==================== design 1
design_1/final_placement.png
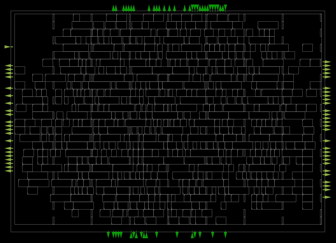

--- config.mk ---
export PLATFORM = sky130hd
export DESIGN_NAME = sram_pattern_tester
export DESIGN_NICKNAME = d
export VERILOG_FILES = /design/src/rtl/sram_pattern_tester.sv
export SDC_FILE = /design/constraint.sdc
export NUM_CORES = 1
export LEC_CHECK = 0
export CAP_MARGIN = 25
export CORE_ASPECT_RATIO = 0.7
export CORE_UTILIZATION = 50
export DETAILED_ROUTE_END_ITERATION = 8
export GPL_TIMING_DRIVEN = 1
export PLACE_DENSITY = 0.87
export SYNTH_ARGS = -nofsm -noshare
export SYNTH_HDL_FRONTEND = slang
export SYNTH_SLANG_ARGS = --single-unit
--- constraint.sdc ---
create_clock -name clk -period 4.1 [get_ports clk]
set_clock_uncertainty 0.1 [all_clocks]
set_input_delay 0.615 -clock clk [delete_from_list [all_inputs] [get_ports clk]]
set_output_delay 0.615 -clock clk [all_outputs]
set_load 0.03 [all_outputs]
--- src/rtl/sram_pattern_tester.sv ---
// sram_pattern_tester
//   March-style self test for a byte-wide SRAM behind a single-op controller.
//   Four passes over addresses 0..ADDR_LAST:
//     P0 write addr[7:0], P1 read/compare, P2 write ~addr[7:0], P3 read/compare.
//   Mismatches are counted (saturating) and the first one is captured.
//
// Ports
//   clk, rst                 clock, synchronous active-high reset
//   test_start               pulse to start a test (accepted only when idle and controller idle)
//   test_busy / test_done    run in progress / 1-cycle end-of-test pulse
//   test_pass / test_timeout held results of the last test
//   err_count, first_err_*   mismatch count and first-failure capture
//   start_operation, rw, address_input, data_f2s
//                            command interface to the SRAM controller
//   data_s2f, data_ready_signal_output, writing_finished_signal_output, busy_signal_output
//                            response interface from the SRAM controller
module sram_pattern_tester #(
    parameter int                    ADDR_WIDTH = 19,
    parameter int                    DATA_WIDTH = 8,
    parameter logic [ADDR_WIDTH-1:0] ADDR_LAST  = 19'h7FFFF,
    parameter int                    TIMEOUT    = 32
) (
    input  logic                  clk,
    input  logic                  rst,
    input  logic                  test_start,
    output logic                  test_busy,
    output logic                  test_done,
    output logic                  test_pass,
    output logic                  test_timeout,
    output logic [15:0]           err_count,
    output logic [ADDR_WIDTH-1:0] first_err_addr,
    output logic [DATA_WIDTH-1:0] first_err_exp,
    output logic [DATA_WIDTH-1:0] first_err_got,
    output logic                  start_operation,
    output logic                  rw,
    output logic [ADDR_WIDTH-1:0] address_input,
    output logic [DATA_WIDTH-1:0] data_f2s,
    input  logic [DATA_WIDTH-1:0] data_s2f,
    input  logic                  data_ready_signal_output,
    input  logic                  writing_finished_signal_output,
    input  logic                  busy_signal_output
);

    localparam int                TIMER_W    = $clog2(TIMEOUT + 1);
    localparam logic [TIMER_W-1:0] TIMER_LAST = TIMER_W'(TIMEOUT - 1);

    typedef enum logic [1:0] {
        IDLE  = 2'd0,
        ISSUE = 2'd1,
        WAIT  = 2'd2,
        FIN   = 2'd3
    } state_t;

    state_t                  state_q, state_d;
    logic [ADDR_WIDTH-1:0]   addr_q;
    logic [1:0]              phase_q;
    logic [TIMER_W-1:0]      timer_q;
    logic [DATA_WIDTH-1:0]   pattern;
    logic                    op_done;
    logic                    last_op;
    logic                    mismatch;
    logic                    accept;

    function automatic logic [15:0] sat_inc(input logic [15:0] v);
        return (v == 16'hFFFF) ? v : v + 16'd1;
    endfunction

    // phase[0] selects read, phase[1] selects the inverted pattern
    assign pattern       = phase_q[1] ? ~addr_q[DATA_WIDTH-1:0] : addr_q[DATA_WIDTH-1:0];
    assign rw            = phase_q[0];
    assign address_input = addr_q;
    assign data_f2s      = pattern;

    // Only the completion pulse matching the current direction counts
    assign op_done  = phase_q[0] ? data_ready_signal_output : writing_finished_signal_output;
    assign last_op  = (addr_q == ADDR_LAST) && (phase_q == 2'd3);
    assign mismatch = phase_q[0] && data_ready_signal_output && (data_s2f != pattern);
    assign accept   = test_start && !busy_signal_output;

    always_ff @(posedge clk) begin
        if (rst) state_q <= IDLE;
        else     state_q <= state_d;
    end

    always_comb begin
        state_d         = state_q;
        start_operation = 1'b0;
        test_busy       = 1'b0;
        test_done       = 1'b0;
        unique case (state_q)
            IDLE: begin
                if (accept) state_d = ISSUE;
            end
            ISSUE: begin
                test_busy = 1'b1;
                // Never strobe into a busy controller; normally it is idle here
                if (!busy_signal_output) begin
                    start_operation = 1'b1;
                    state_d         = WAIT;
                end
            end
            WAIT: begin
                test_busy = 1'b1;
                if (op_done)                    state_d = last_op ? FIN : ISSUE;
                else if (timer_q == TIMER_LAST) state_d = FIN;
            end
            FIN: begin
                test_busy = 1'b1;
                test_done = 1'b1;
                state_d   = IDLE;
            end
            default: state_d = IDLE;
        endcase
    end

    always_ff @(posedge clk) begin
        if (rst) begin
            addr_q         <= '0;
            phase_q        <= '0;
            timer_q        <= '0;
            err_count      <= '0;
            first_err_addr <= '0;
            first_err_exp  <= '0;
            first_err_got  <= '0;
            test_pass      <= 1'b0;
            test_timeout   <= 1'b0;
        end else begin
            unique case (state_q)
                IDLE: begin
                    if (accept) begin
                        addr_q         <= '0;
                        phase_q        <= '0;
                        err_count      <= '0;
                        first_err_addr <= '0;
                        first_err_exp  <= '0;
                        first_err_got  <= '0;
                        test_pass      <= 1'b0;
                        test_timeout   <= 1'b0;
                    end
                end
                ISSUE: begin
                    timer_q <= '0;
                end
                WAIT: begin
                    timer_q <= timer_q + TIMER_W'(1);
                    if (op_done) begin
                        if (mismatch) begin
                            err_count <= sat_inc(err_count);
                            // Count never returns to zero, so zero means no error yet
                            if (err_count == 16'd0) begin
                                first_err_addr <= addr_q;
                                first_err_exp  <= pattern;
                                first_err_got  <= data_s2f;
                            end
                        end
                        // The final op leaves addr/phase in place so the command bus holds
                        if (!last_op) begin
                            if (addr_q == ADDR_LAST) begin
                                addr_q  <= '0;
                                phase_q <= phase_q + 2'd1;
                            end else begin
                                addr_q  <= addr_q + ADDR_WIDTH'(1);
                            end
                        end
                    end else if (timer_q == TIMER_LAST) begin
                        test_timeout <= 1'b1;
                    end
                end
                FIN: begin
                    test_pass <= (err_count == 16'd0) && !test_timeout;
                end
                default: ;
            endcase
        end
    end

endmodule

==================== design 2
`src/rtl/seq_mul_ctrl.sv`:
```
// Handshake front-end and sequencer for a WIDTH-bit shift-add sequential multiplier.
// It accepts operands, issues the load pulse, times the iterations and holds the product.
module seq_mul_ctrl #(
  parameter int WIDTH   = 6,
  parameter int LATENCY = WIDTH
) (
  input  logic                 clk,
  input  logic                 rst,
  input  logic                 in_valid,
  output logic                 in_ready,
  input  logic [WIDTH-1:0]     in_a,
  input  logic [WIDTH-1:0]     in_b,
  output logic                 mul_load,
  output logic [WIDTH-1:0]     mul_a,
  output logic [WIDTH-1:0]     mul_b,
  input  logic [2*WIDTH-1:0]   mul_product,
  output logic                 out_valid,
  input  logic                 out_ready,
  output logic [2*WIDTH-1:0]   result,
  output logic                 busy
);

  localparam int CW = $clog2(LATENCY) + 1;
  localparam logic [CW-1:0] LAST_CNT = CW'(LATENCY - 1);

  typedef enum logic [2:0] {
    IDLE,
    LOAD,
    RUN,
    CAPT,
    DONE
  } state_t;

  state_t               state_q;
  logic [CW-1:0]        cnt_q;
  logic                 mul_load_q;
  logic [WIDTH-1:0]     mul_a_q;
  logic [WIDTH-1:0]     mul_b_q;
  logic [2*WIDTH-1:0]   result_q;
  logic                 out_valid_q;

  // mul_load is raised on the accept edge so it is high for exactly the LOAD cycle.
  always_ff @(posedge clk) begin
    if (rst) begin
      state_q     <= IDLE;
      cnt_q       <= '0;
      mul_load_q  <= 1'b0;
      mul_a_q     <= '0;
      mul_b_q     <= '0;
      result_q    <= '0;
      out_valid_q <= 1'b0;
    end else begin
      case (state_q)
        IDLE: begin
          if (in_valid) begin
            mul_a_q    <= in_a;
            mul_b_q    <= in_b;
            mul_load_q <= 1'b1;
            state_q    <= LOAD;
          end
        end
        LOAD: begin
          mul_load_q <= 1'b0;
          cnt_q      <= '0;
          state_q    <= RUN;
        end
        RUN: begin
          cnt_q <= cnt_q + CW'(1);
          if (cnt_q == LAST_CNT) begin
            state_q <= CAPT;
          end
        end
        CAPT: begin
          result_q    <= mul_product;
          out_valid_q <= 1'b1;
          state_q     <= DONE;
        end
        DONE: begin
          if (out_ready) begin
            out_valid_q <= 1'b0;
            state_q     <= IDLE;
          end
        end
        default: begin
          state_q <= IDLE;
        end
      endcase
    end
  end

  assign in_ready  = (state_q == IDLE);
  assign busy      = (state_q != IDLE);
  assign mul_load  = mul_load_q;
  assign mul_a     = mul_a_q;
  assign mul_b     = mul_b_q;
  assign result    = result_q;
  assign out_valid = out_valid_q;

endmodule

```
`config.mk`:
```
export PLATFORM = sky130hd
export DESIGN_NAME = seq_mul_ctrl
export DESIGN_NICKNAME = d
export VERILOG_FILES = /design/src/rtl/seq_mul_ctrl.sv
export SDC_FILE = /design/constraint.sdc
export NUM_CORES = 1
export LEC_CHECK = 0
export ABC_CLOCK_PERIOD_IN_PS = 1300
export CORE_MARGIN = 1
export CORE_UTILIZATION = 39
export CTS_BUF_LIST = sky130_fd_sc_hd__clkbuf_4 sky130_fd_sc_hd__clkbuf_8
export CTS_CLUSTER_DIAMETER = 30
export DETAILED_ROUTE_END_ITERATION = 8
export GPL_TIMING_DRIVEN = 0
export HOLD_SLACK_MARGIN = 0.02
export MAX_ROUTING_LAYER = met4
export PLACE_DENSITY = 0.77
export SETUP_SLACK_MARGIN = 0.3
export SYNTH_ARGS = -nofsm -noshare
export SYNTH_HDL_FRONTEND = slang
export SYNTH_SLANG_ARGS = --single-unit
```
`constraint.sdc`:
```
create_clock -name clk -period 1.3 [get_ports clk]
set_clock_uncertainty 0.1 [all_clocks]
set_input_delay 0.39 -clock clk [delete_from_list [all_inputs] [get_ports clk]]
set_output_delay 0.39 -clock clk [all_outputs]
set_load 0.05 [all_outputs]
```

==> screenshots <==
Supply network.
Bar = 20 um. Pins as bars on the die edge. Tap cells in gray.
picture 1
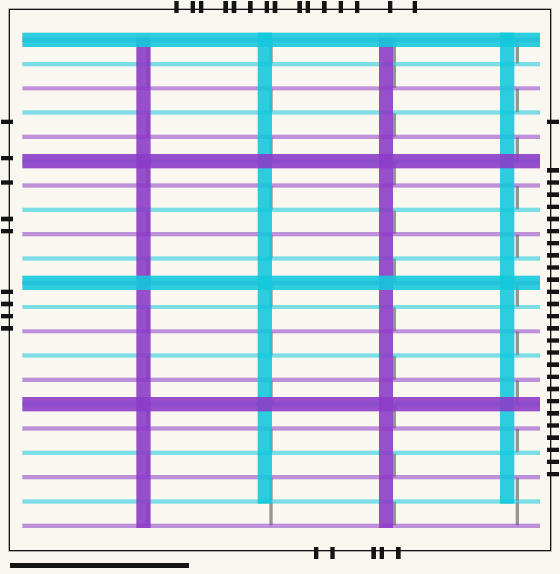
picture 2
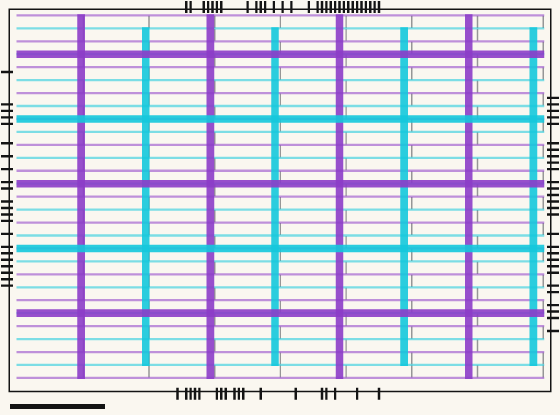
design 2 -> picture 1
design 1 -> picture 2

design_2/port_nets.png
Bar = 20 um.
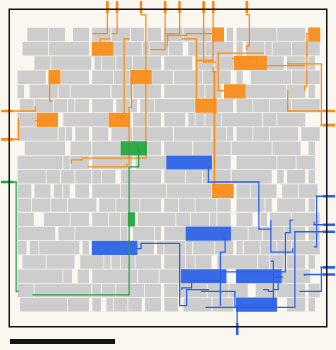
mul_a: shown in blue, bits 6, direction output, edge 5 east, 1 south, end cells 6, buffers 6, wire 206 um. mul_product: shown in orange, bits 12, direction input, edge 8 north, 2 west, 2 east, end cells 12, buffers 12, wire 301 um. in_valid: shown in green, bits 1, direction input, edge west, end cells 2, buffers 1, wire 70.5 um.
Port Buffer Count: 55
I/O Pins: 56

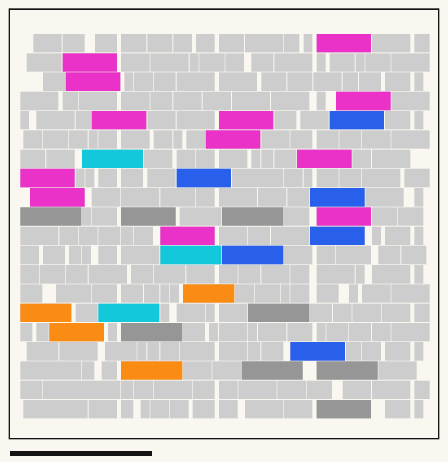
design_2/registers.png
Bar = 20 um.
cnt_q: shown in orange, placed flops 4. state_q: shown in cyan, placed flops 3. result: shown in magenta, placed flops 12. mul_b: shown in blue, placed flops 6, where east.

==> results.txt, design 2 <==
Notes from the flow run.

Run status:
- The run finished, with violations left.
- The final reports fail on negative setup slack.

Finish:
- Per the cell usage report, the commonest logic cells after layout are buf_8, nand2_1, buf_4, a21oi_2, clkdlybuf4s50_1.
- The register with the most flip-flops in the layout has 12 of them.
- The run puts the total of plain and repair buffers excluding clock buffers at 103.
- The run gives the non-clock inverter count in the final layout as 4.

Worst setup path:
- For reference, the critical path is launched at state_q[0].
- STA classifies the critical path startpoint as a flip-flop.
- Among all stages on the critical path, the largest delay is contributed by or3_4.

Timing:
- The run gives the worst setup margin as -0.617 ns.
- The last timing report of the flow puts the setup violation total at 61.
- The run gives the max-slew violation total from the final report as 0.
- OpenROAD reports that the post-layout worst path occupies 147% of the period.

Logic synthesis:
- The run gives the proportion of netlist area held by the largest area contributor as 49.6%.
- After synthesis, the largest family of logic cells by area is simple AND/OR/NAND/NOR gates.

Routing:
- The run gives the number of antenna-violating nets in the routed design as 0.
- The run gives the vias after detailed routing as 1694.

Power and ir drop:
- The run gives the switching power share of the total as between 30% and 40%.
- Power attributed to sequential cells is 1120 uW.
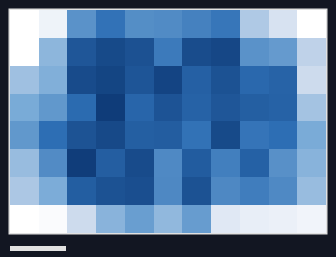
design_1/density.png
Bar = 20 um. The die is cut into 11 by 8 equal tiles; white is low, dark blue is high, 0 to 100% covered.
The fullest tile reaches 95%. 40% of the tiles are over 75% full. The mean over all tiles is 61%. 4.5% of the tiles are nearly empty.

Notes on design_1/final_placement.png above:
Floorplan Core Area: 0.00844 mm^2
# Taps: 120
Row Count: 28
Fill cells: 691

==> results.txt, design 1 <==
Notes from the flow run.

Run status:
- The flow ran to the end, and the final reports show no timing, DRC or antenna violations.

Routing:
- For this block, wires on met1 add up to a little under 6000 um.
- The run puts the number of violations reported at the end of detailed-routing iteration 0 at 584.

Hold path:
- In this run the worst hold path is classified as flip-flop to flip-flop.
- The run gives the end point of the most critical hold path as first_err_addr[8].
- The number of cells on the worst hold path is listed as 2.
- The launch point of the worst min-delay path is recorded as first_err_addr[8].

Worst setup path:
- STA classifies the critical path startpoint as a flip-flop.
- The run puts the depth of the worst register-to-register path at 7.
- The worst setup path is captured at a flip-flop.

Power and ir drop:
- The net switching power in the latest report is 894 uW.
- The run gives the highest-power group as sequential cells.

Floorplanning:
- The run gives the die area as a little over 0.009 mm^2.
- The run puts the width of the die at 113 um.
- The floorplan step records an initial core utilization of 51.5%.

Timing:
- The worst path needs between 3 and 4 ns of the cycle, external delays included.
- The run gives the slew at the pin closest to its max-slew limit as roughly 1.1 ns.

Global routing:
- The run puts the largest net degree at the start of global routing at 62.
- The run puts the number of antenna violations at the first check in global routing at 0.
- The number of global-route vias before repair came to 4157.

Clock network:
- CTS placed an instance of clkbuf_16 at the clock tree root.
- In this run, post-CTS hold repair placed 0 buffers.
- The run puts the number of buffers added by the clock tree synthesis step at 9.
- TritonCTS built the clock tree.

Logic synthesis:
- The run puts the number of warnings printed during yosys synthesis at 0.
- The run gives the area fraction in full adders, half adders and majority gates as 2.88%.

Finish:
- The run puts the clock-cell share of area at approximately 5.2%.
- The run puts the layout overhead on the synthesized area at 30.0%.

==================== design 3
design_3/final_placement.png
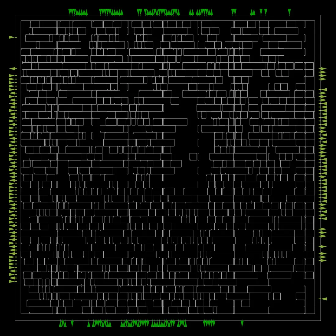

$ cat src/rtl/lsu_pkg.sv
// Shared definitions for the load/store unit: funct3 encodings, FSM states
// and the sizing helper for the bus timeout counter.
package lsu_pkg;

  localparam logic [2:0] F3_B  = 3'b000;
  localparam logic [2:0] F3_H  = 3'b001;
  localparam logic [2:0] F3_W  = 3'b010;
  localparam logic [2:0] F3_BU = 3'b100;
  localparam logic [2:0] F3_HU = 3'b101;

  typedef enum logic [1:0] {
    IDLE = 2'd0,
    BUSY = 2'd1,
    DONE = 2'd2,
    ERR  = 2'd3
  } lsu_state_e;

  // Bits needed to count 0..n; never less than one bit.
  function automatic int cnt_width(input int n);
    int w;
    w = $clog2(n + 1);
    if (w < 1) begin
      w = 1;
    end
    return w;
  endfunction

endpackage

$ cat src/rtl/lsu_lane_align.sv
// Byte-lane steering for the word bus: byte enables and store replication on
// the request side, lane extraction and sign/zero extension on the load side.
import lsu_pkg::*;

module lsu_lane_align (
  input  logic [2:0]  funct3,
  input  logic [1:0]  addr_lo,
  input  logic [31:0] store_data,
  input  logic [2:0]  ld_funct3,
  input  logic [1:0]  ld_addr_lo,
  input  logic [31:0] rdata,
  output logic [3:0]  be,
  output logic [31:0] wdata,
  output logic [31:0] ld_value
);

  logic [7:0]  byte_s;
  logic [15:0] half_s;

  // Request side: enables follow the access size, data is replicated per lane.
  always_comb begin
    be    = 4'b0000;
    wdata = store_data;
    case (funct3)
      F3_B, F3_BU: begin
        be    = 4'b0001 << addr_lo;
        wdata = {4{store_data[7:0]}};
      end
      F3_H, F3_HU: begin
        be    = addr_lo[1] ? 4'b1100 : 4'b0011;
        wdata = {2{store_data[15:0]}};
      end
      F3_W: begin
        be    = 4'b1111;
        wdata = store_data;
      end
      default: begin
        be    = 4'b0000;
        wdata = store_data;
      end
    endcase
  end

  // Load side: pick the addressed lane, then extend to 32 bits.
  always_comb begin
    byte_s   = 8'h00;
    half_s   = 16'h0000;
    ld_value = 32'h0000_0000;
    case (ld_addr_lo)
      2'd0:    byte_s = rdata[7:0];
      2'd1:    byte_s = rdata[15:8];
      2'd2:    byte_s = rdata[23:16];
      2'd3:    byte_s = rdata[31:24];
      default: byte_s = 8'h00;
    endcase
    if (ld_addr_lo[1]) begin
      half_s = rdata[31:16];
    end else begin
      half_s = rdata[15:0];
    end
    case (ld_funct3)
      F3_B:    ld_value = {{24{byte_s[7]}}, byte_s};
      F3_BU:   ld_value = {24'h00_0000, byte_s};
      F3_H:    ld_value = {{16{half_s[15]}}, half_s};
      F3_HU:   ld_value = {16'h0000, half_s};
      F3_W:    ld_value = rdata;
      default: ld_value = 32'h0000_0000;
    endcase
  end

endmodule

$ cat src/rtl/lsu_mem_stage.sv
// Memory stage of the single-cycle RV32I core: drives one handshaked word-bus
// access per load/store and stalls the core until it completes.
// Define MISALIGN_CHECK_EN to reject misaligned H/W accesses with access_err.
import lsu_pkg::*;

module lsu_mem_stage #(
  parameter int TIMEOUT_CYCLES = 16,
  parameter int ADDR_W         = 32
) (
  input  logic              clk,
  input  logic              rst_n,
  input  logic              mem_read,
  input  logic              mem_write,
  input  logic [2:0]        funct3,
  input  logic [ADDR_W-1:0] addr,
  input  logic [31:0]       store_data,
  output logic              stall,
  output logic [31:0]       load_data,
  output logic              access_err,
  output logic              bus_req,
  output logic              bus_we,
  output logic [ADDR_W-1:0] bus_addr,
  output logic [3:0]        bus_be,
  output logic [31:0]       bus_wdata,
  input  logic              bus_ack,
  input  logic [31:0]       bus_rdata
);

  localparam int                 CNT_W    = cnt_width(TIMEOUT_CYCLES);
  localparam logic [CNT_W-1:0]   CNT_LAST = CNT_W'(TIMEOUT_CYCLES - 1);

  lsu_state_e        state_r;
  logic [CNT_W-1:0]  cnt_r;
  logic [2:0]        ld_f3_r;
  logic [1:0]        ld_lo_r;
  logic [31:0]       load_data_r;
  logic              access_err_r;
  logic              bus_req_r;
  logic              bus_we_r;
  logic [ADDR_W-1:0] bus_addr_r;
  logic [3:0]        bus_be_r;
  logic [31:0]       bus_wdata_r;

  logic              op_s;
  logic              legal_s;
  logic              misalign_s;
  logic [3:0]        be_s;
  logic [31:0]       wdata_s;
  logic [31:0]       ld_value_s;

  lsu_lane_align u_align (
    .funct3     (funct3),
    .addr_lo    (addr[1:0]),
    .store_data (store_data),
    .ld_funct3  (ld_f3_r),
    .ld_addr_lo (ld_lo_r),
    .rdata      (bus_rdata),
    .be         (be_s),
    .wdata      (wdata_s),
    .ld_value   (ld_value_s)
  );

  // Decode whether the presented op may be issued on the bus.
  always_comb begin
    op_s    = mem_read | mem_write;
    legal_s = 1'b0;
    case (funct3)
      F3_B, F3_H, F3_W: legal_s = 1'b1;
      F3_BU, F3_HU:     legal_s = mem_read;
      default:          legal_s = 1'b0;
    endcase
`ifdef MISALIGN_CHECK_EN
    misalign_s = (((funct3 == F3_H) || (funct3 == F3_HU)) && addr[0]) ||
                 ((funct3 == F3_W) && (addr[1:0] != 2'b00));
`else
    misalign_s = 1'b0;
`endif
  end

  // The core may advance only once the access has finished (DONE) or failed (ERR).
  assign stall = op_s & ((state_r == IDLE) | (state_r == BUSY));

  // Access sequencer: issue, wait for ack or timeout, report, return to idle.
  always_ff @(posedge clk or negedge rst_n) begin
    if (!rst_n) begin
      state_r      <= IDLE;
      cnt_r        <= '0;
      ld_f3_r      <= 3'b000;
      ld_lo_r      <= 2'b00;
      load_data_r  <= 32'h0000_0000;
      access_err_r <= 1'b0;
      bus_req_r    <= 1'b0;
      bus_we_r     <= 1'b0;
      bus_addr_r   <= '0;
      bus_be_r     <= 4'b0000;
      bus_wdata_r  <= 32'h0000_0000;
    end else begin
      access_err_r <= 1'b0;
      case (state_r)
        IDLE: begin
          if (op_s) begin
            if (legal_s && !misalign_s) begin
              bus_req_r   <= 1'b1;
              bus_we_r    <= mem_write;
              bus_addr_r  <= {addr[ADDR_W-1:2], 2'b00};
              bus_be_r    <= be_s;
              bus_wdata_r <= wdata_s;
              ld_f3_r     <= funct3;
              ld_lo_r     <= addr[1:0];
              cnt_r       <= '0;
              state_r     <= BUSY;
            end else begin
              access_err_r <= 1'b1;
              state_r      <= ERR;
            end
          end else begin
            state_r <= IDLE;
          end
        end
        BUSY: begin
          // An ack in the last allowed cycle still completes the access.
          if (bus_ack) begin
            bus_req_r <= 1'b0;
            if (!bus_we_r) begin
              load_data_r <= ld_value_s;
            end
            state_r <= DONE;
          end else if (cnt_r == CNT_LAST) begin
            bus_req_r    <= 1'b0;
            access_err_r <= 1'b1;
            cnt_r        <= '0;
            state_r      <= ERR;
          end else begin
            cnt_r <= cnt_r + CNT_W'(1);
          end
        end
        DONE:    state_r <= IDLE;
        ERR:     state_r <= IDLE;
        default: state_r <= IDLE;
      endcase
    end
  end

  assign load_data  = load_data_r;
  assign access_err = access_err_r;
  assign bus_req    = bus_req_r;
  assign bus_we     = bus_we_r;
  assign bus_addr   = bus_addr_r;
  assign bus_be     = bus_be_r;
  assign bus_wdata  = bus_wdata_r;

endmodule
$ cat config.mk
export PLATFORM = sky130hd
export DESIGN_NAME = lsu_mem_stage
export DESIGN_NICKNAME = d
export VERILOG_FILES = /design/src/rtl/lsu_pkg.sv /design/src/rtl/lsu_lane_align.sv /design/src/rtl/lsu_mem_stage.sv
export SDC_FILE = /design/constraint.sdc
export NUM_CORES = 1
export LEC_CHECK = 0
export CAP_MARGIN = 10
export CORE_MARGIN = 2
export CORE_UTILIZATION = 40
export CTS_CLUSTER_SIZE = 40
export DETAILED_ROUTE_END_ITERATION = 10
export PLACE_DENSITY_LB_ADDON = 0.1
export SLEW_MARGIN = 20
export SYNTH_ARGS = -nofsm -noshare
export SYNTH_HDL_FRONTEND = slang
export SYNTH_SLANG_ARGS = --single-unit
$ cat constraint.sdc
create_clock -name clk -period 1.8 [get_ports clk]
set_input_delay 0.54 -clock clk [delete_from_list [all_inputs] [get_ports clk]]
set_output_delay 0.54 -clock clk [all_outputs]
set_load 0.02 [all_outputs]
==================== design 4
==> config.mk <==
export PLATFORM = sky130hd
export DESIGN_NAME = ft_recovery_engine
export DESIGN_NICKNAME = d
export VERILOG_FILES = /design/src/rtl/ft_recovery_pkg.sv /design/src/rtl/ft_recovery_engine.sv
export SDC_FILE = /design/constraint.sdc
export NUM_CORES = 1
export LEC_CHECK = 0
export ABC_AREA = 1
export CORE_ASPECT_RATIO = 0.9
export CORE_MARGIN = 2
export CORE_UTILIZATION = 39
export DETAILED_ROUTE_END_ITERATION = 6
export PLACE_DENSITY = 0.87
export SLEW_MARGIN = 40
export SYNTH_ARGS = -nofsm -noshare
export SYNTH_HDL_FRONTEND = slang
export SYNTH_SLANG_ARGS = --single-unit
==> constraint.sdc <==
create_clock -name clk_i -period 2.2 [get_ports clk_i]
set_input_delay 0.22 -clock clk_i [delete_from_list [all_inputs] [get_ports clk_i]]
set_output_delay 0.22 -clock clk_i [all_outputs]
set_load 0.005 [all_outputs]
==> src/rtl/ft_recovery_pkg.sv <==
// Shared types and default sizing for the fault-tolerance recovery path.
package ft_recovery_pkg;

  localparam int unsigned FT_NUM_REGS = 32;
  localparam int unsigned FT_ADDR_W   = 5;
  localparam int unsigned FT_DATA_W   = 32;

  typedef enum logic [1:0] {
    ST_IDLE = 2'd0,
    ST_COPY = 2'd1,
    ST_PC   = 2'd2,
    ST_DONE = 2'd3
  } ft_rec_state_e;

endpackage

==> src/rtl/ft_recovery_engine.sv <==
// Recovery responder: copies x1..x(NUM_REGS-1) from the healthy core RF into
// the faulty core RF, optionally loads the PC, then signals done (4-phase).
// Optional PC transfer is enabled by defining FT_RECOVERY_PC_EN.
module ft_recovery_engine
  import ft_recovery_pkg::*;
#(
  parameter int unsigned NUM_REGS = FT_NUM_REGS,
  parameter int unsigned ADDR_W   = FT_ADDR_W,
  parameter int unsigned DATA_W   = FT_DATA_W
) (
  input  logic              clk_i,
  input  logic              rst_i,
  input  logic              recover_i,
  output logic              recovery_done_o,
  output logic              busy_o,
  output logic [ADDR_W-1:0] rf_raddr_o,
  input  logic [DATA_W-1:0] rf_rdata_i,
  output logic              rf_we_o,
  output logic [ADDR_W-1:0] rf_waddr_o,
  output logic [DATA_W-1:0] rf_wdata_o
`ifdef FT_RECOVERY_PC_EN
  ,
  input  logic [DATA_W-1:0] pc_i,
  output logic [DATA_W-1:0] pc_o,
  output logic              pc_we_o
`endif
);

  // One extra bit so NUM_REGS == 2^ADDR_W never wraps.
  localparam int unsigned CNT_W = ADDR_W + 1;
  localparam logic [CNT_W-1:0] LAST_REG = CNT_W'(NUM_REGS - 1);

  ft_rec_state_e    state_q, state_d;
  logic [CNT_W-1:0] rd_cnt, wr_cnt;
  logic             rd_act, wr_act;
`ifdef FT_RECOVERY_PC_EN
  logic [DATA_W-1:0] pc_q;
`endif

  // State register.
  always_ff @(posedge clk_i or posedge rst_i) begin
    if (rst_i) state_q <= ST_IDLE;
    else       state_q <= state_d;
  end

  // Next-state logic; copy exits after the write of the last register commits.
  always_comb begin
    state_d = state_q;
    case (state_q)
      ST_IDLE: if (recover_i) state_d = ST_COPY;
      ST_COPY: begin
        if (wr_act && (wr_cnt == LAST_REG)) begin
`ifdef FT_RECOVERY_PC_EN
          state_d = ST_PC;
`else
          state_d = ST_DONE;
`endif
        end
      end
      ST_PC:   state_d = ST_DONE;
      ST_DONE: if (!recover_i) state_d = ST_IDLE;
      default: state_d = ST_IDLE;
    endcase
  end

  // Read counter, trailing write pointer and captured PC.
  always_ff @(posedge clk_i or posedge rst_i) begin
    if (rst_i) begin
      rd_cnt <= '0;
      rd_act <= 1'b0;
      wr_cnt <= '0;
      wr_act <= 1'b0;
`ifdef FT_RECOVERY_PC_EN
      pc_q   <= '0;
`endif
    end else begin
      case (state_q)
        ST_IDLE: begin
          if (recover_i) begin
            rd_cnt <= CNT_W'(1);
            rd_act <= 1'b1;
            wr_cnt <= '0;
            wr_act <= 1'b0;
`ifdef FT_RECOVERY_PC_EN
            pc_q   <= pc_i;
`endif
          end
        end
        ST_COPY: begin
          wr_cnt <= rd_cnt;
          wr_act <= rd_act;
          if (rd_act) begin
            if (rd_cnt == LAST_REG) rd_act <= 1'b0;
            else                    rd_cnt <= rd_cnt + CNT_W'(1);
          end
        end
        default: begin
          rd_act <= 1'b0;
          wr_act <= 1'b0;
        end
      endcase
    end
  end

  // Outputs decoded from state and datapath registers only.
  always_comb begin
    recovery_done_o = 1'b0;
    busy_o          = (state_q != ST_IDLE);
    rf_raddr_o      = '0;
    rf_we_o         = 1'b0;
    rf_waddr_o      = '0;
`ifdef FT_RECOVERY_PC_EN
    pc_o            = '0;
    pc_we_o         = 1'b0;
`endif
    case (state_q)
      ST_COPY: begin
        if (rd_act) rf_raddr_o = rd_cnt[ADDR_W-1:0];
        if (wr_act) begin
          rf_we_o    = 1'b1;
          rf_waddr_o = wr_cnt[ADDR_W-1:0];
        end
      end
`ifdef FT_RECOVERY_PC_EN
      ST_PC: begin
        pc_we_o = 1'b1;
        pc_o    = pc_q;
      end
`endif
      ST_DONE: recovery_done_o = 1'b1;
      default: ;
    endcase
  end

  // Write data is the healthy RF read data, one cycle after its address.
  assign rf_wdata_o = rf_rdata_i;

endmodule

==================== design 5
### src/rtl/alu_pkg.sv
// alu_pkg: shared opcode, flag-bit and FSM-state definitions for the ALU slice.
// Used by the issue controller, its interface and the settle counter.
package alu_pkg;

    localparam int OPW = 5;

    localparam logic [OPW-1:0] OP_NOP = 5'b00000;
    localparam logic [OPW-1:0] OP_ADD = 5'b00001;
    localparam logic [OPW-1:0] OP_SUB = 5'b00010;
    localparam logic [OPW-1:0] OP_AND = 5'b01010;
    localparam logic [OPW-1:0] OP_OR  = 5'b01011;
    localparam logic [OPW-1:0] OP_XOR = 5'b01100;

    localparam int FLAG_Z = 0;
    localparam int FLAG_N = 1;
    localparam int FLAG_C = 2;
    localparam int FLAG_V = 3;

    localparam int CNTW = 4;

    typedef enum logic [1:0] {
        IDLE  = 2'd0,
        ISSUE = 2'd1,
        RESP  = 2'd2
    } state_t;

endpackage

### src/rtl/alu_issue_ctrl_if.sv
// alu_issue_ctrl_if: command, ALU-side and response signals of the issue controller.
// slave = the controller itself, master = its surroundings (datapath ctrl + alu).
interface alu_issue_ctrl_if
    import alu_pkg::*;
#(
    parameter int W = 16
);
    logic                  cmd_valid;
    logic                  cmd_ready;
    logic [OPW-1:0]        cmd_op;
    logic                  cmd_load;
    logic                  cmd_use_acc;
    logic signed [W-1:0]   cmd_a;
    logic signed [W-1:0]   cmd_b;
    logic [OPW-1:0]        alu_op;
    logic signed [W-1:0]   alu_a;
    logic signed [W-1:0]   alu_b;
    logic signed [W-1:0]   alu_result;
    logic [3:0]            alu_flags;
    logic                  rsp_valid;
    logic                  rsp_ready;
    logic signed [W-1:0]   rsp_result;
    logic [3:0]            rsp_flags;

    modport slave (
        input  cmd_valid, cmd_op, cmd_load, cmd_use_acc, cmd_a, cmd_b,
        input  alu_result, alu_flags, rsp_ready,
        output cmd_ready, alu_op, alu_a, alu_b,
        output rsp_valid, rsp_result, rsp_flags
    );

    modport master (
        output cmd_valid, cmd_op, cmd_load, cmd_use_acc, cmd_a, cmd_b,
        output alu_result, alu_flags, rsp_ready,
        input  cmd_ready, alu_op, alu_a, alu_b,
        input  rsp_valid, rsp_result, rsp_flags
    );

endinterface

### src/rtl/alu_issue_settle_cnt.sv
// alu_issue_settle_cnt: loadable down-counter timing the ALU settle window.
// Stops at zero; zero is flagged combinationally.
import alu_pkg::*;

module alu_issue_settle_cnt (
    input  logic            clk,
    input  logic            rst,
    input  logic            load,
    input  logic [CNTW-1:0] load_val,
    input  logic            dec,
    output logic            zero
);

    logic [CNTW-1:0] cnt;

    // load takes priority; otherwise count down and park at zero
    always_ff @(posedge clk or posedge rst) begin
        if (rst) begin
            cnt <= '0;
        end else if (load) begin
            cnt <= load_val;
        end else if (dec && cnt != '0) begin
            cnt <= cnt - 1'b1;
        end
    end

    assign zero = (cnt == '0);

endmodule

### src/rtl/alu_issue_ctrl.sv
// alu_issue_ctrl: one-outstanding-command sequencer in front of the combinational alu.
// Optional macro ALU_ISSUE_STICKY_FLAGS_EN makes rsp_flags accumulate across ALU ops.
import alu_pkg::*;

module alu_issue_ctrl #(
    parameter int W      = 16,
    parameter int SETTLE = 2
) (
    input  logic                clk,
    input  logic                rst,
    alu_issue_ctrl_if.slave     io,
    output logic signed [W-1:0] acc
);

    localparam logic [CNTW-1:0] SETTLE_M1 = CNTW'(SETTLE - 1);

    state_t              state_q;
    state_t              state_d;
    logic                take;
    logic                capture;
    logic                cnt_load;
    logic                cnt_zero;
    logic signed [W-1:0] opnd_a;
    logic [OPW-1:0]      op_q;
    logic signed [W-1:0] a_q;
    logic signed [W-1:0] b_q;
    logic signed [W-1:0] res_q;
    logic [3:0]          flg_q;

    assign take    = (state_q == IDLE) && io.cmd_valid;
    assign capture = (state_q == ISSUE) && cnt_zero;
    assign opnd_a  = io.cmd_use_acc ? acc : io.cmd_a;

    alu_issue_settle_cnt u_cnt (
        .clk      (clk),
        .rst      (rst),
        .load     (cnt_load),
        .load_val (SETTLE_M1),
        .dec      (state_q == ISSUE),
        .zero     (cnt_zero)
    );

    // state register
    always_ff @(posedge clk or posedge rst) begin
        if (rst) begin
            state_q <= IDLE;
        end else begin
            state_q <= state_d;
        end
    end

    // next-state and handshake outputs
    always_comb begin
        state_d      = state_q;
        cnt_load     = 1'b0;
        io.cmd_ready = 1'b0;
        io.rsp_valid = 1'b0;
        unique case (state_q)
            IDLE: begin
                io.cmd_ready = 1'b1;
                if (io.cmd_valid) begin
                    state_d  = io.cmd_load ? RESP : ISSUE;
                    cnt_load = !io.cmd_load;
                end
            end
            ISSUE: begin
                if (cnt_zero) begin
                    state_d = RESP;
                end
            end
            RESP: begin
                io.rsp_valid = 1'b1;
                if (io.rsp_ready) begin
                    state_d = IDLE;
                end
            end
            default: state_d = IDLE;
        endcase
    end

    // operand latch, accumulator and response capture
    always_ff @(posedge clk or posedge rst) begin
        if (rst) begin
            op_q  <= OP_NOP;
            a_q   <= '0;
            b_q   <= '0;
            acc   <= '0;
            res_q <= '0;
            flg_q <= '0;
        end else if (take) begin
            if (io.cmd_load) begin
                acc   <= io.cmd_b;
                res_q <= io.cmd_b;
`ifdef ALU_ISSUE_STICKY_FLAGS_EN
                flg_q <= '0;
`endif
            end else begin
                op_q <= io.cmd_op;
                a_q  <= opnd_a;
                b_q  <= io.cmd_b;
            end
        end else if (capture) begin
            acc   <= io.alu_result;
            res_q <= io.alu_result;
`ifdef ALU_ISSUE_STICKY_FLAGS_EN
            flg_q <= flg_q | io.alu_flags;
`else
            flg_q <= io.alu_flags;
`endif
        end
    end

    assign io.alu_op     = op_q;
    assign io.alu_a      = a_q;
    assign io.alu_b      = b_q;
    assign io.rsp_result = res_q;
    assign io.rsp_flags  = flg_q;

endmodule

### src/flat_wrapper.sv
// flat-port wrapper written by rule: the top's interface ports become plain ports
module alu_issue_ctrl_flat 
#(
    parameter int W      = 16,
    parameter int SETTLE = 2
)
  (clk, rst, acc, io_cmd_valid, io_cmd_op, io_cmd_load, io_cmd_use_acc, io_cmd_a, io_cmd_b, io_alu_result, io_alu_flags, io_rsp_ready, io_cmd_ready, io_alu_op, io_alu_a, io_alu_b, io_rsp_valid, io_rsp_result, io_rsp_flags);
  alu_issue_ctrl_if #(.W(W)) io_i ();
  input  logic clk;
  input  logic rst;
  output logic signed [W-1:0] acc;
  input wire logic [$bits(io_i.cmd_valid)-1:0] io_cmd_valid;
  input wire logic [$bits(io_i.cmd_op)-1:0] io_cmd_op;
  input wire logic [$bits(io_i.cmd_load)-1:0] io_cmd_load;
  input wire logic [$bits(io_i.cmd_use_acc)-1:0] io_cmd_use_acc;
  input wire logic [$bits(io_i.cmd_a)-1:0] io_cmd_a;
  input wire logic [$bits(io_i.cmd_b)-1:0] io_cmd_b;
  input wire logic [$bits(io_i.alu_result)-1:0] io_alu_result;
  input wire logic [$bits(io_i.alu_flags)-1:0] io_alu_flags;
  input wire logic [$bits(io_i.rsp_ready)-1:0] io_rsp_ready;
  output wire logic [$bits(io_i.cmd_ready)-1:0] io_cmd_ready;
  output wire logic [$bits(io_i.alu_op)-1:0] io_alu_op;
  output wire logic [$bits(io_i.alu_a)-1:0] io_alu_a;
  output wire logic [$bits(io_i.alu_b)-1:0] io_alu_b;
  output wire logic [$bits(io_i.rsp_valid)-1:0] io_rsp_valid;
  output wire logic [$bits(io_i.rsp_result)-1:0] io_rsp_result;
  output wire logic [$bits(io_i.rsp_flags)-1:0] io_rsp_flags;
  assign io_i.cmd_valid = io_cmd_valid;
  assign io_i.cmd_op = io_cmd_op;
  assign io_i.cmd_load = io_cmd_load;
  assign io_i.cmd_use_acc = io_cmd_use_acc;
  assign io_i.cmd_a = io_cmd_a;
  assign io_i.cmd_b = io_cmd_b;
  assign io_i.alu_result = io_alu_result;
  assign io_i.alu_flags = io_alu_flags;
  assign io_i.rsp_ready = io_rsp_ready;
  assign io_cmd_ready = io_i.cmd_ready;
  assign io_alu_op = io_i.alu_op;
  assign io_alu_a = io_i.alu_a;
  assign io_alu_b = io_i.alu_b;
  assign io_rsp_valid = io_i.rsp_valid;
  assign io_rsp_result = io_i.rsp_result;
  assign io_rsp_flags = io_i.rsp_flags;
  alu_issue_ctrl #(.W(W), .SETTLE(SETTLE)) u_core (.clk(clk), .rst(rst), .io(io_i), .acc(acc));
endmodule
### config.mk
export PLATFORM = sky130hd
export DESIGN_NAME = alu_issue_ctrl_flat
export DESIGN_NICKNAME = d
export VERILOG_FILES = /design/src/rtl/alu_pkg.sv /design/src/rtl/alu_issue_ctrl_if.sv /design/src/rtl/alu_issue_settle_cnt.sv /design/src/rtl/alu_issue_ctrl.sv /design/src/flat_wrapper.sv
export SDC_FILE = /design/constraint.sdc
export NUM_CORES = 1
export LEC_CHECK = 0
export ABC_CLOCK_PERIOD_IN_PS = 4610
export CELL_PAD_IN_SITES_DETAIL_PLACEMENT = 0
export CELL_PAD_IN_SITES_GLOBAL_PLACEMENT = 1
export CORE_UTILIZATION = 30
export CTS_BUF_LIST = sky130_fd_sc_hd__clkbuf_16
export DETAILED_ROUTE_END_ITERATION = 12
export HOLD_SLACK_MARGIN = 0.02
export PLACE_DENSITY_LB_ADDON = 0.1
export SETUP_SLACK_MARGIN = 0.02
export SYNTH_ARGS = -nofsm -noshare
export SYNTH_HDL_FRONTEND = slang
export SYNTH_SLANG_ARGS = --single-unit
### constraint.sdc
create_clock -name clk -period 4.61 [get_ports clk]
set_input_delay 0.461 -clock clk [delete_from_list [all_inputs] [get_ports clk]]
set_output_delay 0.461 -clock clk [all_outputs]
set_load 0.02 [all_outputs]
==================== design 6
--- src/rtl/hazard_controller_if.sv ---
// Decode-stage hazard bus: decode fields into the hazard controller, pipeline
// stall/flush and forwarding selects back out.
interface hazard_controller_if;
  logic [4:0]  RsD;
  logic [4:0]  RtD;
  logic [4:0]  WriteRegD;
  logic        RegWriteD;
  logic        MemtoRegD;
  logic        BranchD;
  logic        JumpD;
  logic        PCSrcD;
  logic        StallF;
  logic        StallD;
  logic        FlushE;
  logic        FlushD;
  logic        ForwardAD;
  logic        ForwardBD;
  logic [1:0]  ForwardAE;
  logic [1:0]  ForwardBE;
  logic [15:0] StallCount;

  // Pipeline side: drives decode fields, consumes hazard controls
  modport master (
    output RsD, RtD, WriteRegD, RegWriteD, MemtoRegD, BranchD, JumpD, PCSrcD,
    input  StallF, StallD, FlushE, FlushD, ForwardAD, ForwardBD, ForwardAE, ForwardBE,
           StallCount
  );

  // Hazard controller side
  modport slave (
    input  RsD, RtD, WriteRegD, RegWriteD, MemtoRegD, BranchD, JumpD, PCSrcD,
    output StallF, StallD, FlushE, FlushD, ForwardAD, ForwardBD, ForwardAE, ForwardBE,
           StallCount
  );
endinterface

--- src/rtl/hazard_controller.sv ---
// Five-stage pipeline hazard controller. Tracks the instructions in E, M and W
// in a small scoreboard and derives stalls, flushes and forwarding selects
// combinationally from that scoreboard and the instruction sitting in decode.
module hazard_controller #(
  // Saturation ceiling of the stall counter; full 16-bit range by default
  parameter logic [15:0] StallCountMax = 16'hFFFF
) (
  input logic                clkH,
  input logic                rstH,
  hazard_controller_if.slave hz
);

  typedef struct packed {
    logic       valid;
    logic [4:0] rs;
    logic [4:0] rt;
    logic [4:0] dst;
    logic       regwrite;
    logic       memtoreg;
  } entry_t;

  entry_t      r_e, r_m, r_w;
  entry_t      w_dec;
  logic [15:0] r_stall_count;

  logic w_e_rw, w_e_mt, w_m_rw, w_m_mt, w_w_rw;
  logic w_e_hit_d, w_m_hit_d;
  logic w_lwstall, w_branchstall, w_stall;

  // Decode instruction as it would enter E
  always_comb begin
    w_dec          = '0;
    w_dec.valid    = 1'b1;
    w_dec.rs       = hz.RsD;
    w_dec.rt       = hz.RtD;
    w_dec.dst      = hz.WriteRegD;
    w_dec.regwrite = hz.RegWriteD;
    w_dec.memtoreg = hz.MemtoRegD;
  end

  // Qualified scoreboard flags; a write to $0 is never a real producer
  always_comb begin
    w_e_rw    = r_e.valid & r_e.regwrite & (r_e.dst != 5'd0);
    w_e_mt    = r_e.valid & r_e.memtoreg & (r_e.dst != 5'd0);
    w_m_rw    = r_m.valid & r_m.regwrite & (r_m.dst != 5'd0);
    w_m_mt    = r_m.valid & r_m.memtoreg & (r_m.dst != 5'd0);
    w_w_rw    = r_w.valid & r_w.regwrite & (r_w.dst != 5'd0);
    w_e_hit_d = (r_e.dst == hz.RsD) | (r_e.dst == hz.RtD);
    w_m_hit_d = (r_m.dst == hz.RsD) | (r_m.dst == hz.RtD);
  end

  // Stall detection: load-use, and branch operands not yet available in decode
  always_comb begin
    w_lwstall     = w_e_mt & w_e_rw & w_e_hit_d;
    w_branchstall = hz.BranchD & ((w_e_rw & w_e_hit_d) | (w_m_mt & w_m_hit_d));
    w_stall       = ~rstH & (w_lwstall | w_branchstall);
  end

  // Output decode; everything is held at zero while reset is asserted
  always_comb begin
    hz.StallF     = w_stall;
    hz.StallD     = w_stall;
    hz.FlushE     = w_stall;
    hz.FlushD     = 1'b0;
    hz.ForwardAD  = 1'b0;
    hz.ForwardBD  = 1'b0;
    hz.ForwardAE  = 2'b00;
    hz.ForwardBE  = 2'b00;
    hz.StallCount = 16'd0;
    if (!rstH) begin
      // A stall holds the redirecting instruction; it flushes once released
      hz.FlushD     = (hz.PCSrcD | hz.JumpD) & ~w_stall;
      hz.ForwardAD  = (hz.RsD != 5'd0) & w_m_rw & (r_m.dst == hz.RsD);
      hz.ForwardBD  = (hz.RtD != 5'd0) & w_m_rw & (r_m.dst == hz.RtD);
      hz.StallCount = r_stall_count;
      // M-stage result is newer than W, so it wins
      if ((r_e.rs != 5'd0) && w_m_rw && (r_m.dst == r_e.rs)) begin
        hz.ForwardAE = 2'b10;
      end else if ((r_e.rs != 5'd0) && w_w_rw && (r_w.dst == r_e.rs)) begin
        hz.ForwardAE = 2'b01;
      end
      if ((r_e.rt != 5'd0) && w_m_rw && (r_m.dst == r_e.rt)) begin
        hz.ForwardBE = 2'b10;
      end else if ((r_e.rt != 5'd0) && w_w_rw && (r_w.dst == r_e.rt)) begin
        hz.ForwardBE = 2'b01;
      end
    end
  end

  // Scoreboard shift (bubble into E on stall) and saturating stall counter
  always_ff @(posedge clkH) begin
    if (rstH) begin
      r_e           <= '0;
      r_m           <= '0;
      r_w           <= '0;
      r_stall_count <= 16'd0;
    end else begin
      r_w <= r_m;
      r_m <= r_e;
      r_e <= w_stall ? entry_t'('0) : w_dec;
      if (w_stall && (r_stall_count < StallCountMax)) begin
        r_stall_count <= r_stall_count + 16'd1;
      end
    end
  end

endmodule

--- src/flat_wrapper.sv ---
// flat-port wrapper written by rule: the top's interface ports become plain ports
module hazard_controller_flat 
#(
                                                                          
  parameter logic [15:0] StallCountMax = 16'hFFFF
)
  (clkH, rstH, hz_RsD, hz_RtD, hz_WriteRegD, hz_RegWriteD, hz_MemtoRegD, hz_BranchD, hz_JumpD, hz_PCSrcD, hz_StallF, hz_StallD, hz_FlushE, hz_FlushD, hz_ForwardAD, hz_ForwardBD, hz_ForwardAE, hz_ForwardBE, hz_StallCount);
  hazard_controller_if hz_i ();
  input logic clkH;
  input logic rstH;
  input wire logic [$bits(hz_i.RsD)-1:0] hz_RsD;
  input wire logic [$bits(hz_i.RtD)-1:0] hz_RtD;
  input wire logic [$bits(hz_i.WriteRegD)-1:0] hz_WriteRegD;
  input wire logic [$bits(hz_i.RegWriteD)-1:0] hz_RegWriteD;
  input wire logic [$bits(hz_i.MemtoRegD)-1:0] hz_MemtoRegD;
  input wire logic [$bits(hz_i.BranchD)-1:0] hz_BranchD;
  input wire logic [$bits(hz_i.JumpD)-1:0] hz_JumpD;
  input wire logic [$bits(hz_i.PCSrcD)-1:0] hz_PCSrcD;
  output wire logic [$bits(hz_i.StallF)-1:0] hz_StallF;
  output wire logic [$bits(hz_i.StallD)-1:0] hz_StallD;
  output wire logic [$bits(hz_i.FlushE)-1:0] hz_FlushE;
  output wire logic [$bits(hz_i.FlushD)-1:0] hz_FlushD;
  output wire logic [$bits(hz_i.ForwardAD)-1:0] hz_ForwardAD;
  output wire logic [$bits(hz_i.ForwardBD)-1:0] hz_ForwardBD;
  output wire logic [$bits(hz_i.ForwardAE)-1:0] hz_ForwardAE;
  output wire logic [$bits(hz_i.ForwardBE)-1:0] hz_ForwardBE;
  output wire logic [$bits(hz_i.StallCount)-1:0] hz_StallCount;
  assign hz_i.RsD = hz_RsD;
  assign hz_i.RtD = hz_RtD;
  assign hz_i.WriteRegD = hz_WriteRegD;
  assign hz_i.RegWriteD = hz_RegWriteD;
  assign hz_i.MemtoRegD = hz_MemtoRegD;
  assign hz_i.BranchD = hz_BranchD;
  assign hz_i.JumpD = hz_JumpD;
  assign hz_i.PCSrcD = hz_PCSrcD;
  assign hz_StallF = hz_i.StallF;
  assign hz_StallD = hz_i.StallD;
  assign hz_FlushE = hz_i.FlushE;
  assign hz_FlushD = hz_i.FlushD;
  assign hz_ForwardAD = hz_i.ForwardAD;
  assign hz_ForwardBD = hz_i.ForwardBD;
  assign hz_ForwardAE = hz_i.ForwardAE;
  assign hz_ForwardBE = hz_i.ForwardBE;
  assign hz_StallCount = hz_i.StallCount;
  hazard_controller #(.StallCountMax(StallCountMax)) u_core (.clkH(clkH), .rstH(rstH), .hz(hz_i));
endmodule
--- config.mk ---
export PLATFORM = sky130hd
export DESIGN_NAME = hazard_controller_flat
export DESIGN_NICKNAME = d
export VERILOG_FILES = /design/src/rtl/hazard_controller_if.sv /design/src/rtl/hazard_controller.sv /design/src/flat_wrapper.sv
export SDC_FILE = /design/constraint.sdc
export NUM_CORES = 1
export LEC_CHECK = 0
export CORE_MARGIN = 3
export CORE_UTILIZATION = 35
export DETAILED_ROUTE_END_ITERATION = 8
export GPL_TIMING_DRIVEN = 1
export PLACE_DENSITY_LB_ADDON = 0.05
export RECOVER_POWER = 100
export SYNTH_ARGS = -nofsm -noshare
export SYNTH_HDL_FRONTEND = slang
export SYNTH_SLANG_ARGS = --single-unit
export TNS_END_PERCENT = 100
--- constraint.sdc ---
create_clock -name clkH -period 2.2 [get_ports clkH]
set_input_delay 0.22 -clock clkH [delete_from_list [all_inputs] [get_ports clkH]]
set_output_delay 0.22 -clock clkH [all_outputs]
set_load 0.005 [all_outputs]
design_4/pdn.png
Bar = 20 um. Pins as bars on the die edge. Tap cells in gray.
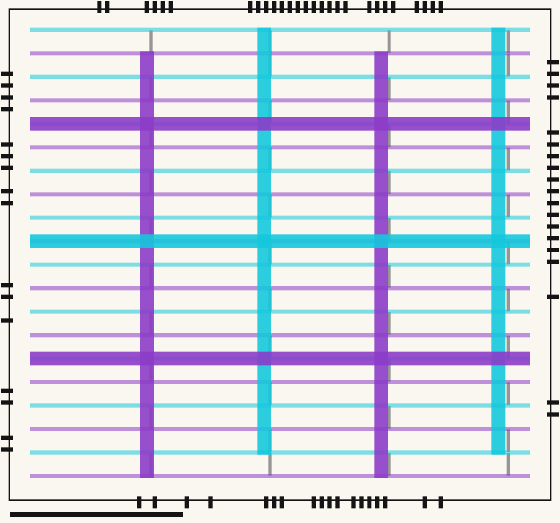
VSS: shown in purple. VDD: shown in cyan.
42 tap cells. 80 signal pins sit on the boundary. 3 straps on met5. 4 straps on met4.

==> results.txt, design 4 <==
Notes from the flow run.

Run status:
- The flow ran to the end, and the final reports show no timing, DRC or antenna violations.

Placement:
- The run puts the count of buffers inserted at the top-level ports at 15.

Power and ir drop:
- The run puts the leakage power total at between 0.0005 and 0.0006 uW.
- Per report_power, the Combinational row totals 706 uW.

Finish:
- The run gives the final cell area excluding filler cells as 0.00120 mm^2.
- The run gives the number of nets in the final layout as 183.

Logic synthesis:
- The run puts the and-or/or-and share of the synthesized area at 5.41%.
- Each instance of the synthesized netlist takes up on average about 7.7 um^2.
- Looking at the gate-level netlist, the highest instance count belongs to buf_4.
- The run gives the area fraction in full adders, half adders and majority gates as about 4.2%.

Clock network:
- TritonCTS built the clock tree.

Worst setup path:
- The run gives the endpoint of the most critical register-to-register path as rd_cnt[2].
- Max fanout on the critical path was recorded as 9.

Timing:
- The slew check shows that the tightest pin keeps a relative margin of 59.1%.

Global routing:
- The run puts the met1 global-route usage at 14.4%.
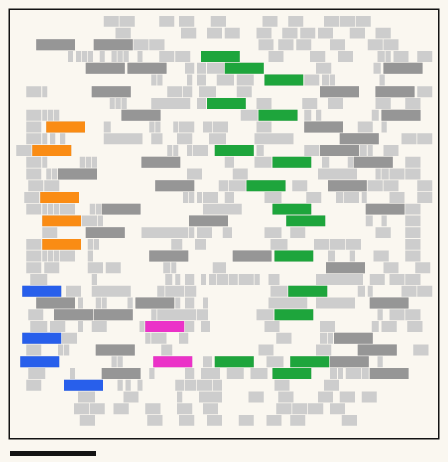
design_5/registers.png
Bar = 20 um.
u_core.io.rsp_flags: shown in blue, placed flops 4, where south-west. u_core.acc: shown in green, placed flops 16. u_core.state_q: shown in magenta, placed flops 2. u_core.io.alu_op: shown in orange, placed flops 5, where west.
Another 36 sequential cells are not colored.
register area: 0.00158 mm^2
final core occ: 48.7%
power consumed by sequential cells: 1020 uW
Seq/total area: 35.2%

==> results.txt, design 5 <==
Notes from the flow run.

Run status:
- The run finished with clean final reports.

Clock network:
- The run gives the hold buffer count at cts as 0.
- In this run the clock root is driven by a clkbuf_16.

Logic synthesis:
- Synthesis instantiated 30 different standard cells from the library.
- The run puts the cell total in the yosys stat output at approximately 270.
- The commonest cells after synthesis are nand2_1, dfrtp_1, mux2i_1.

Global routing:
- The number of global-route vias before repair is 2328.
- In this run the most used layer during global routing was met2.

Worst setup path:
- For the worst reg-to-reg path, the startpoint reported by OpenROAD is u_core.u_cnt.cnt[0].
- Tracing the worst setup path back leads to its startpoint at u_core.u_cnt.cnt[0].
- The run gives the worst setup path endpoint as u_core.acc[14].
- The run puts the largest stage delay on the critical path at 0.59 ns.

Power and ir drop:
- The run puts the power spent charging and discharging nets at between 1000 and 1500 uW.

Floorplanning:
- The run gives the starting utilization of the core area as 30.8%.
- The run gives the number of ports placed on the die boundary as 138.

Timing:
- The critical path in the final layout is reported with a setup slack of roughly 2.3 ns.
- The run gives the time the worst path needs with I/O delays and setup as 2.26 ns.
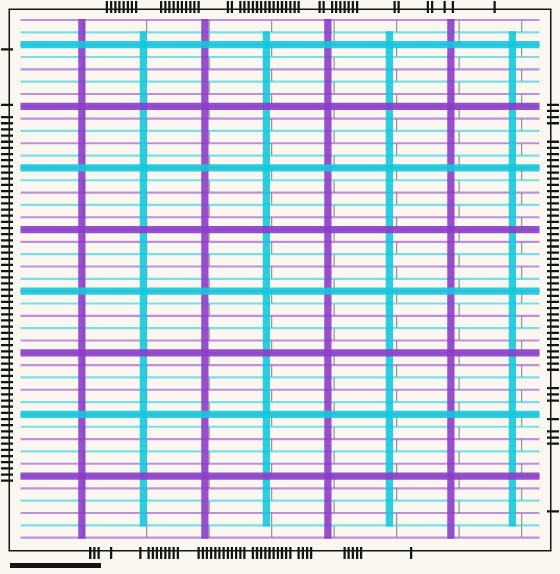
design_3/pdn.png
Bar = 20 um. Pins as bars on the die edge. Tap cells in gray.
VDD: shown in cyan. VSS: shown in purple.
The core has 42 rows. 208 signal pins sit on the boundary. 8 straps on met5.

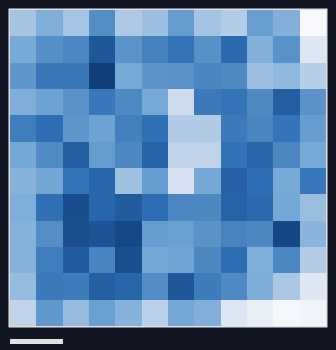
design_3/density.png
Bar = 20 um. The die is cut into 12 by 12 equal tiles; white is low, dark blue is high, 0 to 100% covered.
The fullest tile reaches 94%. The emptiest ninth of the die: south-east. 18% of the tiles are over 75% full. The mean over all tiles is 57%.
Floorplan Utilization: 40.6%
Floorplan Core Area: 0.0131 mm^2
final core occ: 63.7%

About design_3/final_placement.png:
final cell count without fillers: 1003
Seq/total area: 34.0%

==> results.txt, design 3 <==
Notes from the flow run.

Run status:
- The flow ran to the end, and the final reports show no timing, DRC or antenna violations.

Logic synthesis:
- Sorting the synthesized cells by area gives the leading types as dfrtp_1, nand2_1, mux2i_1, o21ai_0, nor2_1.
- The run puts the multiplexer fraction of the synthesized cell area at 6.30%.
- The run puts the proportion of netlist area held by the largest area contributor at 53.3%.
- The run gives the post-synthesis xor/xnor area fraction as 0%.

Worst setup path:
- Walking the worst path, the cells encountered are clkdlybuf4s50_1 > nor3b_1 > or2_4 > or4_4 > o21ai_0.
- The run gives the largest stage delay on the critical path as approximately 0.57 ns.
- For reference, the most critical setup path is categorized as input port to flip-flop.

Timing:
- The run gives the final cycle utilization of the critical path as 98.3%.
- The run gives the final total negative setup slack as 0 ns.

Power and ir drop:
- The run gives the switching power share of the total as 39.8%.

Placement:
- After detailed placement, the design holds a cell count of 963.

Clock network:
- In this run the post-CTS setup repair buffer count came out at 0.
- The run gives the H-tree depth as 4.

Routing:
- The routed design uses 1080 um of met3 wire.

Finish:
- The run puts the final-layout non-clock buffer area share at 29.0%.

Global routing:
- The run puts the number of antenna violations at the first check in global routing at 0.
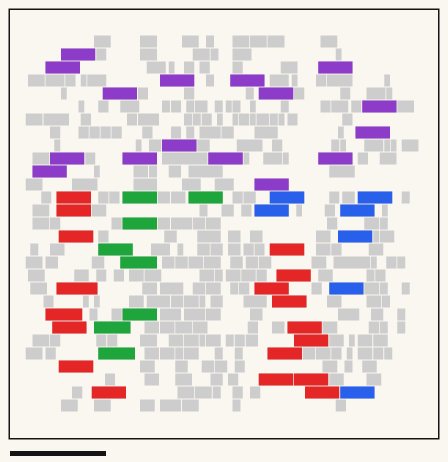
design_6/registers.png
Bar = 20 um.
u_core.r_m: shown in green, placed flops 8. u_core.r_stall_count: shown in purple, placed flops 16. u_core.r_w: shown in blue, placed flops 7, where east. u_core.r_e: shown in red, placed flops 18.

==> results.txt, design 6 <==
Notes from the flow run.

Timing:
- Static timing analysis puts the maximum clock frequency at 459 MHz.
- The run puts the remaining max-slew budget at the tightest pin at 74.3%.

Finish:
- According to the cell report, flip-flops and latches in the layout number approximately 50.
- After layout, the clock buffer instance count stands at 7.
- The run gives the core utilization of the finished layout as 51.0%.
- The run puts the filler cell count in the final layout at 635.

Logic synthesis:
- The run gives the cell count after synthesis as 271.
- Of the synthesized area, sequential elements account for 40.1%.
- At floorplan, the net count of the design was reported as 294.

Global routing:
- The run puts the met3 usage at 3.32%.
- The run gives the leftover overflow at the end of global routing as 0.

Worst setup path:
- The run gives the top cell family by delay on the critical path as simple AND/OR/NAND/NOR gates.
- In this run the number of cells on the critical path is 7.
- Walking the worst path, the cells encountered are xor2_1 > nor3_2 > a22oi_2 > or4_4 > nand2_8 > nand4_1 > mux2_4.
- The worst setup path is captured at a flip-flop.
- The run gives the required time of the critical path as 2.40 ns.

Run status:
- The run finished with clean final reports.

Routing:
- The run puts the vias after detailed routing at just over 2k.


==> layout pictures side by side <==
Placement density heat map.
panel A
Bar = 20 um. The die is cut into 6 by 6 equal tiles; white is low, dark blue is high, 0 to 100% covered.
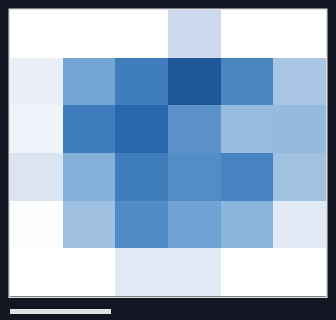
panel B
Bar = 20 um. The die is cut into 10 by 10 equal tiles; white is low, dark blue is high, 0 to 100% covered.
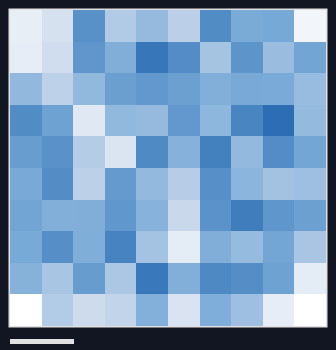
panel C
Bar = 20 um. The die is cut into 6 by 6 equal tiles; white is low, dark blue is high, 0 to 100% covered.
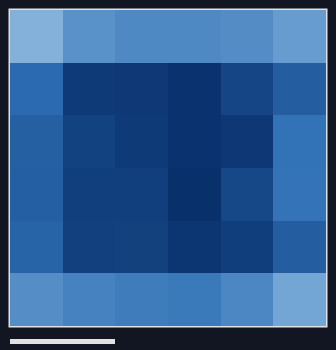
panel D
Bar = 20 um. The die is cut into 9 by 9 equal tiles; white is low, dark blue is high, 0 to 100% covered.
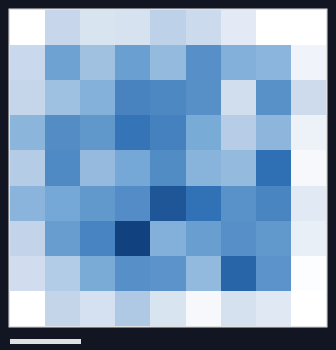
- design 2 = panel C
- design 6 = panel D
- design 4 = panel A
- design 5 = panel B
The one with the highest utilization is panel C.
The one with the largest die is panel B.


==> layout pictures side by side <==
Where the registers sit.
Bar = 20 um.
image #1
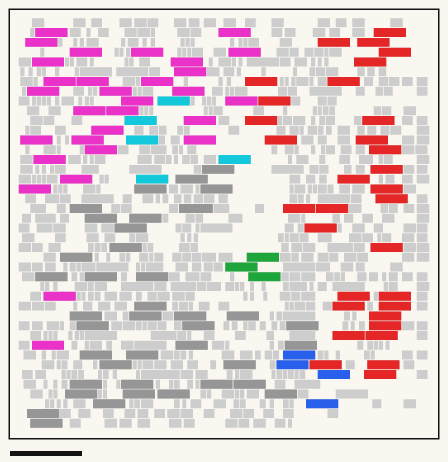
image #2
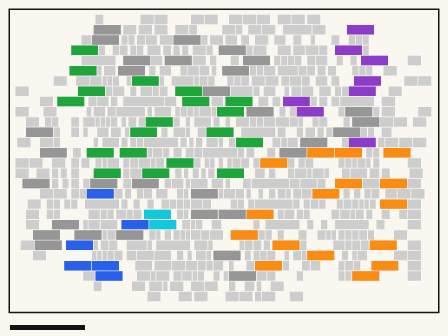
image #3
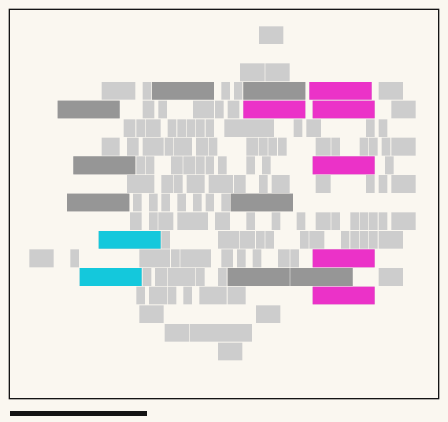
Of these, most cells: image #1
Of these, smallest die: image #3
- image #1 = design 3
- image #2 = design 1
- image #3 = design 4

Key to image #3:
wr_cnt: shown in magenta, placed flops 6. state_q: shown in cyan, placed flops 2.
Another 8 sequential cells are not colored.

Power is estimated from default activity; no workload was simulated.
